=== block 1 ===
Figure 1. Wiring heat map (block 1).
Scale: 4 px per um. 12 x 15 tiles, from black (low) to pale yellow (high), scaled to the fullest tile. Values are wire area over tile area, all layers added.
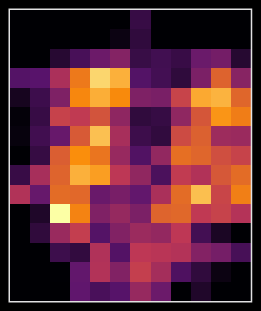

==> config.mk <==
export PLATFORM = sky130hd
export DESIGN_NAME = fifo_wr_arbiter
export DESIGN_NICKNAME = d
export VERILOG_FILES = /design/src/rtl/fifo_wr_arbiter.sv
export SDC_FILE = /design/constraint.sdc
export NUM_CORES = 1
export LEC_CHECK = 0
export CAP_MARGIN = 20
export CORE_ASPECT_RATIO = 1.25
export CORE_MARGIN = 5
export CORE_UTILIZATION = 37
export DETAILED_ROUTE_END_ITERATION = 12
export PLACE_DENSITY_LB_ADDON = 0.12
export SLEW_MARGIN = 40
export SYNTH_ARGS = -nofsm -noshare
export SYNTH_HDL_FRONTEND = slang
export SYNTH_SLANG_ARGS = --single-unit
==> constraint.sdc <==
create_clock -name clk -period 1.77 [get_ports clk]
set_input_delay 0.2655 -clock clk [delete_from_list [all_inputs] [get_ports clk]]
set_output_delay 0.2655 -clock clk [all_outputs]
set_load 0.02 [all_outputs]
==> src/rtl/fifo_wr_arbiter.sv <==
// Round-robin arbiter sharing the FIFO write port between NUM_REQ valid/ready producers.
// Grants one producer per burst of up to BURST_MAX words and stalls on FIFO almost-full.
module fifo_wr_arbiter #(
   parameter  int NUM_REQ   = 4,
   parameter  int DATA_W    = 8,
   parameter  int BURST_MAX = 4,
   localparam int ID_W      = $clog2(NUM_REQ)
) (
   input  logic                        clk,
   input  logic                        rst_n,
   input  logic [NUM_REQ-1:0]          req_valid,
   input  logic [NUM_REQ*DATA_W-1:0]   req_data,
   output logic [NUM_REQ-1:0]          req_ready,
   input  logic                        fifo_full,
   output logic                        fifo_wr_en,
   output logic [DATA_W-1:0]           fifo_data_in,
   output logic [ID_W-1:0]             grant_id,
   output logic                        busy
);

   localparam logic [0:0] ST_IDLE  = 1'b0;
   localparam logic [0:0] ST_BURST = 1'b1;

   logic [0:0]      state;
   logic [ID_W-1:0] last_id;
   logic [3:0]      burst_cnt;

   logic            sel_found;
   logic [ID_W-1:0] sel_id;
   logic [ID_W-1:0] cand;
   logic            owner_valid;
   logic            accept;
   logic            burst_done;
   logic [DATA_W-1:0] owner_word;

   assign busy        = (state == ST_BURST);
   assign owner_valid = req_valid[grant_id];
   assign owner_word  = req_data[int'(grant_id)*DATA_W +: DATA_W];
   assign accept      = busy && owner_valid && !fifo_full;
   assign burst_done  = (burst_cnt + 4'd1) == 4'(BURST_MAX);

   // Search starts just after the previous owner so every producer gets a turn.
   always_comb begin
      // NOTE: every variable gets a default before any conditional write, so no latch is inferred.
      sel_found = 1'b0;
      sel_id    = '0;
      cand      = '0;
      for (int off = 1; off <= NUM_REQ; off++) begin
         cand = ID_W'((int'(last_id) + off) % NUM_REQ);
         if (!sel_found && req_valid[cand]) begin
            sel_found = 1'b1;
            sel_id    = cand;
         end
      end
   end

   always_comb begin
      req_ready = '0;
      if (busy && !fifo_full) req_ready[grant_id] = 1'b1;
   end

   always_ff @(posedge clk or negedge rst_n) begin
      if (!rst_n) begin
         state        <= ST_IDLE;
         grant_id     <= '0;
         last_id      <= ID_W'(NUM_REQ - 1);
         burst_cnt    <= '0;
         fifo_wr_en   <= 1'b0;
         fifo_data_in <= '0;
      end else begin
         // NOTE: non-blocking assignments so every register samples pre-edge values.
         fifo_wr_en <= accept;
         case (state)
            ST_IDLE: begin
               if (sel_found && !fifo_full) begin
                  grant_id  <= sel_id;
                  burst_cnt <= '0;
                  state     <= ST_BURST;
               end
            end
            default: begin
               if (!owner_valid) begin
                  state   <= ST_IDLE;
                  last_id <= grant_id;
               end else if (!fifo_full) begin
                  fifo_data_in <= owner_word;
                  burst_cnt    <= burst_cnt + 4'd1;
                  if (burst_done) begin
                     state   <= ST_IDLE;
                     last_id <= grant_id;
                  end
               end
            end
         endcase
      end
   end

endmodule

=== block 2 ===
### config.mk
export PLATFORM = sky130hd
export DESIGN_NAME = hv_distance_classifier
export DESIGN_NICKNAME = d
export VERILOG_FILES = /design/src/rtl/hv_distance_classifier.sv
export SDC_FILE = /design/constraint.sdc
export NUM_CORES = 1
export LEC_CHECK = 0
export ABC_AREA = 1
export CORE_UTILIZATION = 51
export CTS_BUF_LIST = sky130_fd_sc_hd__clkbuf_8
export DETAILED_ROUTE_END_ITERATION = 8
export PLACE_DENSITY = 0.79
export SLEW_MARGIN = 20
export SYNTH_ARGS = -nofsm -noshare
export SYNTH_HDL_FRONTEND = slang
export SYNTH_SLANG_ARGS = --single-unit
### constraint.sdc
create_clock -name clk -period 2.8 [get_ports clk]
set_clock_uncertainty 0.1 [all_clocks]
set_input_delay 0.42 -clock clk [delete_from_list [all_inputs] [get_ports clk]]
set_output_delay 0.42 -clock clk [all_outputs]
set_load 0.02 [all_outputs]
### src/rtl/hv_distance_classifier.sv
// hv_distance_classifier: chunk-serial Hamming-distance classifier of a query hypervector against two class prototypes
// Ports:
//   clk, rst             clock, asynchronous active-high reset
//   en, clr              chunk strobe, synchronous abort of a partial query
//   in_bits              query chunk (PAR_BITS)
//   proto_0, proto_1     prototype chunks at chunk_idx (PAR_BITS)
//   chunk_idx            next expected chunk / prototype memory address (IDX_W)
//   busy, done           query partially accumulated, one-cycle result strobe
//   pred                 1 when the query is strictly closer to proto_1
//   dist_0, dist_1       Hamming distances of the last completed query (CNT_W)
module hv_distance_classifier #(
    parameter int DIM      = 8,
    parameter int PAR_BITS = 2,
    localparam int NUM_CHUNKS = DIM / PAR_BITS,
    localparam int IDX_W      = NUM_CHUNKS > 1 ? $clog2(NUM_CHUNKS) : 1,
    localparam int CNT_W      = $clog2(DIM + 1)
) (
    input  logic                clk,
    input  logic                rst,
    input  logic                en,
    input  logic                clr,
    input  logic [PAR_BITS-1:0] in_bits,
    input  logic [PAR_BITS-1:0] proto_0,
    input  logic [PAR_BITS-1:0] proto_1,
    output logic [IDX_W-1:0]    chunk_idx,
    output logic                busy,
    output logic                done,
    output logic                pred,
    output logic [CNT_W-1:0]    dist_0,
    output logic [CNT_W-1:0]    dist_1
);
    typedef enum logic [1:0] {IDLE, ACC, RESULT} state_t;
    localparam logic [IDX_W-1:0] LAST = IDX_W'(NUM_CHUNKS - 1);
    state_t state;
    logic [CNT_W-1:0] acc0, acc1, sum0, sum1;
    logic last;
    function automatic logic [CNT_W-1:0] popcnt(input logic [PAR_BITS-1:0] v);
        logic [CNT_W-1:0] p;
        p = '0;
        for (int i = 0; i < PAR_BITS; i++) p = p + CNT_W'(v[i]);
        return p;
    endfunction
    // Outside ACC the accumulators are ignored so a new query always starts from zero
    always_comb begin
        last = chunk_idx == LAST;
        sum0 = (state == ACC ? acc0 : '0) + popcnt(in_bits ^ proto_0);
        sum1 = (state == ACC ? acc1 : '0) + popcnt(in_bits ^ proto_1);
    end
    always_ff @(posedge clk or posedge rst) begin
        if (rst) begin
            state     <= IDLE;
            acc0      <= '0;
            acc1      <= '0;
            chunk_idx <= '0;
            busy      <= 1'b0;
            done      <= 1'b0;
            pred      <= 1'b0;
            dist_0    <= '0;
            dist_1    <= '0;
        end else if (clr) begin
            state     <= IDLE;
            acc0      <= '0;
            acc1      <= '0;
            chunk_idx <= '0;
            busy      <= 1'b0;
            done      <= 1'b0;
        end else if (en && last) begin
            state     <= RESULT;
            acc0      <= '0;
            acc1      <= '0;
            chunk_idx <= '0;
            busy      <= 1'b0;
            done      <= 1'b1;
            dist_0    <= sum0;
            dist_1    <= sum1;
            pred      <= sum1 < sum0;
        end else if (en) begin
            state     <= ACC;
            acc0      <= sum0;
            acc1      <= sum1;
            chunk_idx <= chunk_idx + IDX_W'(1);
            busy      <= 1'b1;
            done      <= 1'b0;
        end else if (state == RESULT) begin
            state <= IDLE;
            done  <= 1'b0;
        end
    end
endmodule
Figure 2. The clock network (block 1).
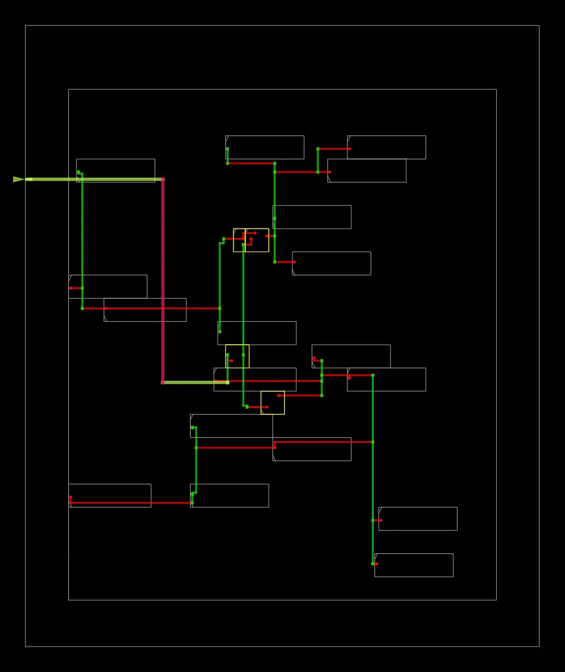
clock tree buffer count of the final layout: 4
power attributed to the clock group: 0.000215 W

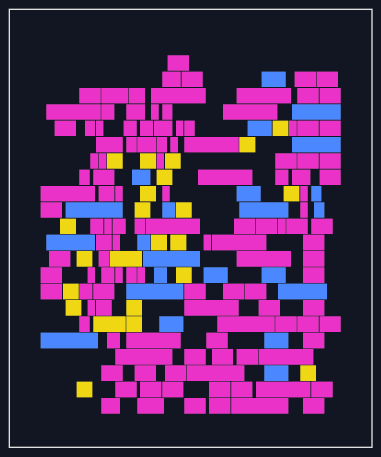
Figure 3: block 1, cell sizes after repair.
Scale: 6 px per um.
| size | colour | cells | share | most used |
|---|---|---|---|---|
| x1 and smaller | magenta | 122 | 73% | clkdlybuf4s50_1 |
| x2 | blue | 23 | 14% | mux2_2 |
| x3 and x4 | yellow | 23 | 14% | buf_4 |
non-clock buffer count in the final layout: 72
crit path setup slack, layout: 55.7 ps
signed area change from the synthesized netlist to the final layout: 59.1%
Design Area, Final: 1860 sq um

About Figure 1:
mean over tiles: 0.12
fullest tile: 0.37
nearly empty tiles: 22%
emptiest ninth of the die: north-west
Routed WL: 3.20 mm
Routed wire per std cell: 15.7 um

==> summary.txt, block 1 <==
Implementation results are summarized by area below.

GRT
Summed over all layers, the global routing overflow is 0.

Layout
The filler cells instantiated in the layout total 254. For this run, the script counts the antenna cells in the layout as 0. The area of the multi-input gates is 644 sq um. Of the cells placed in the final design, the portion with a size suffix greater than 1 is 27.4%.

In the final layout, the registers with the most flip-flops are fifo_data_in: 8 flops, burst_cnt: 4 flops. The clock buffer and inverter area fraction after layout is 1.42%.

Status
The run finished with clean final reports.

Synth
In the Yosys report the total cell count is 96. A synthesized cell averages 12.1 sq um. In the synthesized netlist, mux cells make up 31.5% of the area. The area share of xor/xnor cells in the synthesized design is 1.50%. The total of warnings raised by yosys is 0. The cell area after synthesis is 1170 sq um.

The synthesized design spends more area on one cell type than any other, namely sky130_fd_sc_hd__dfrtp_1.

Power
The script extracted a total leakage power of 0.821 nW. The design draws 0.00257 W. The internal power is 0.00159 W. The cell area power density is 1390 nW/um^2. Per report_power, the Sequential row totals 0.000787 W.

Routing
The detailed router finished its first iteration with 21 violations. The highest metal layer used by the detailed router is met4.

Clocking
The clock root buffer is sky130_fd_sc_hd__clkbuf_4. Counting the buffers created by CTS gives 3. Per the CTS log, the maximum H-tree level is 1.

Setup path
The depth of the critical timing path with buffers and inverters included is 4. The worst setup path is launched from an input pin.

Timing
The last timing report of the flow puts the setup violation total at 0.

Floorplan
The number of primary I/O pins is 55.

Job
The run reported a max-capacitance violation count of 0.
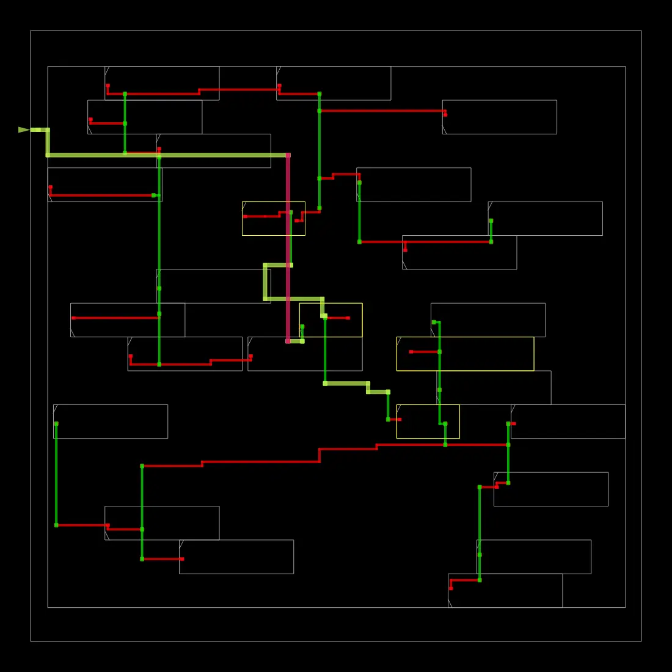
Figure 4: block 2, the clock network.
TritonCTS sink count: 22
insertion delay at the late pin of the worst-skew pair: 270 ps
clock tree buffer count of the final layout: 3

==> summary.txt, block 2 <==
Implementation results are summarized by area below.

Routing
The final antenna-violating net count is 0.

Layout
Per the layout area report, the sequential fraction of cell area is 37.6%. 86 cells are multi-input combinational gates. By instance count after routing, the leading logic cell types are 36 x sky130_fd_sc_hd__nand2_1, 22 x sky130_fd_sc_hd__dfrtp_1, 22 x sky130_fd_sc_hd__clkdlybuf4s50_1. The clock buffer and inverter area fraction after layout is 4.87%. The antenna diode count is 0.

Summing all non-filler instances in the final layout gives an area of 1460 sq um. Per the layout report, the design carries 149 filler cells. The fraction of area in multi-input gates is 33.8%. The utilization of the core after routing is 72.4%.

The post-route netlist has 7.64% of its cells at a drive strength greater than 1.

Synth
For reference, compound AND-OR and OR-AND cells occupy 9.61% of the area reported after synthesis. The mean instance size in the synthesized netlist is 8.64 sq um. The gate-level netlist out of Yosys references 19 unique cell types. The area share of xor/xnor cells in the synthesized design is 3.87%. Yosys reported that registers with async set or reset make up 100%.

The summed standard-cell area reported by yosys is 1130 sq um. The post-synthesis share of cell area spent on and, or, nand and nor gates is 21.1%.

Setup path
The worst setup path is of the input pin to flip-flop kind. The arrival time of the worst setup path is 2590 ps. The worst reg-to-reg setup slack is 340 ps. The startpoint of the worst setup timing path is in_bits[0]. The launch point of the worst register-to-register path is recorded as state[0]$_DFFE_PP0P_.

Floorplan
The number of well taps is 27.

Status
The run finished with clean final reports.

Power
The clock network accounts for 36.6% of the total power. The net switching fraction of the power is 26.0%. The combinational power share is 20.0%.

In this run the power spent charging and discharging nets is 0.000214 W.

Timing
The final setup violation count is 0. The worst max-slew margin expressed relative to the limit is 44.9%. The final count of hold timing violations is 0.

Subtracting the final worst setup slack from the clock period gives 2520 ps.

GRT
The number of global-route vias before repair came to 896. The total congestion overflow is 0.

Job
The total number of warnings across the stage logs is 26.

Clocking
The clock root buffer is sky130_fd_sc_hd__clkbuf_8.

Hold path
In this run the most critical hold path is launched from dist_1[0]$_DFFE_PP0P_.

==> notes/layouts.md <==
Pictures saved along the way, in no particular order.

Register map, names as in the netlist.
(a)
Scale: 4 px per um. Other sequential cells in the stronger grey, the rest of the logic in the fainter grey.
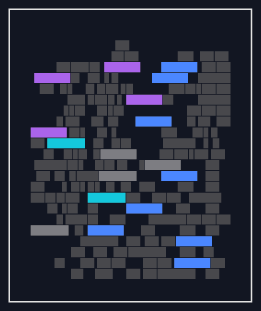
(b)
Scale: 8 px per um. Other sequential cells in the stronger grey, the rest of the logic in the fainter grey.
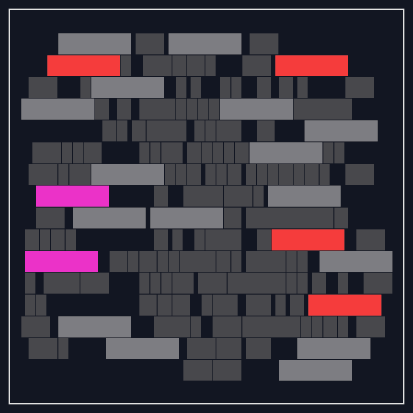
- largest die: (a)
block 1 -> (a)
block 2 -> (b)

Key to (b):
| name in the netlist | colour | placed flops |
|---|---|---|
| dist_1 | red | 4 |
| chunk_idx | magenta | 2 |
not coloured: 16



==> gallery <==
The metal 3 layer.
picture 1
Scale: 10 px per um.
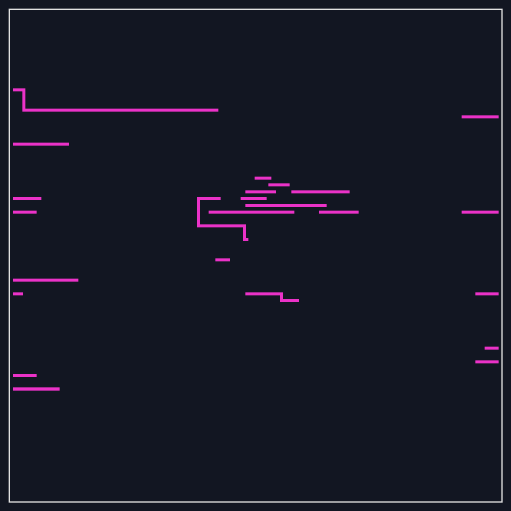
picture 2
Scale: 6 px per um.
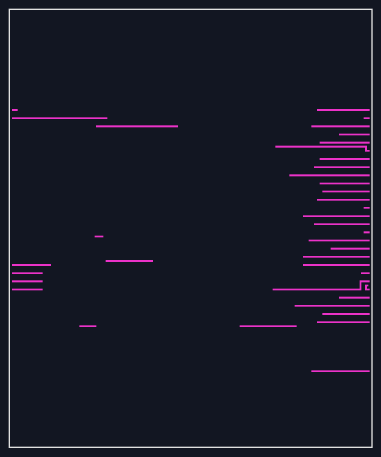
| from | picture |
|---|---|
| block 1 | picture 2 |
| block 2 | picture 1 |
Of these, largest die: picture 2

No activity file was given, so power comes from the tool's default toggle rates.
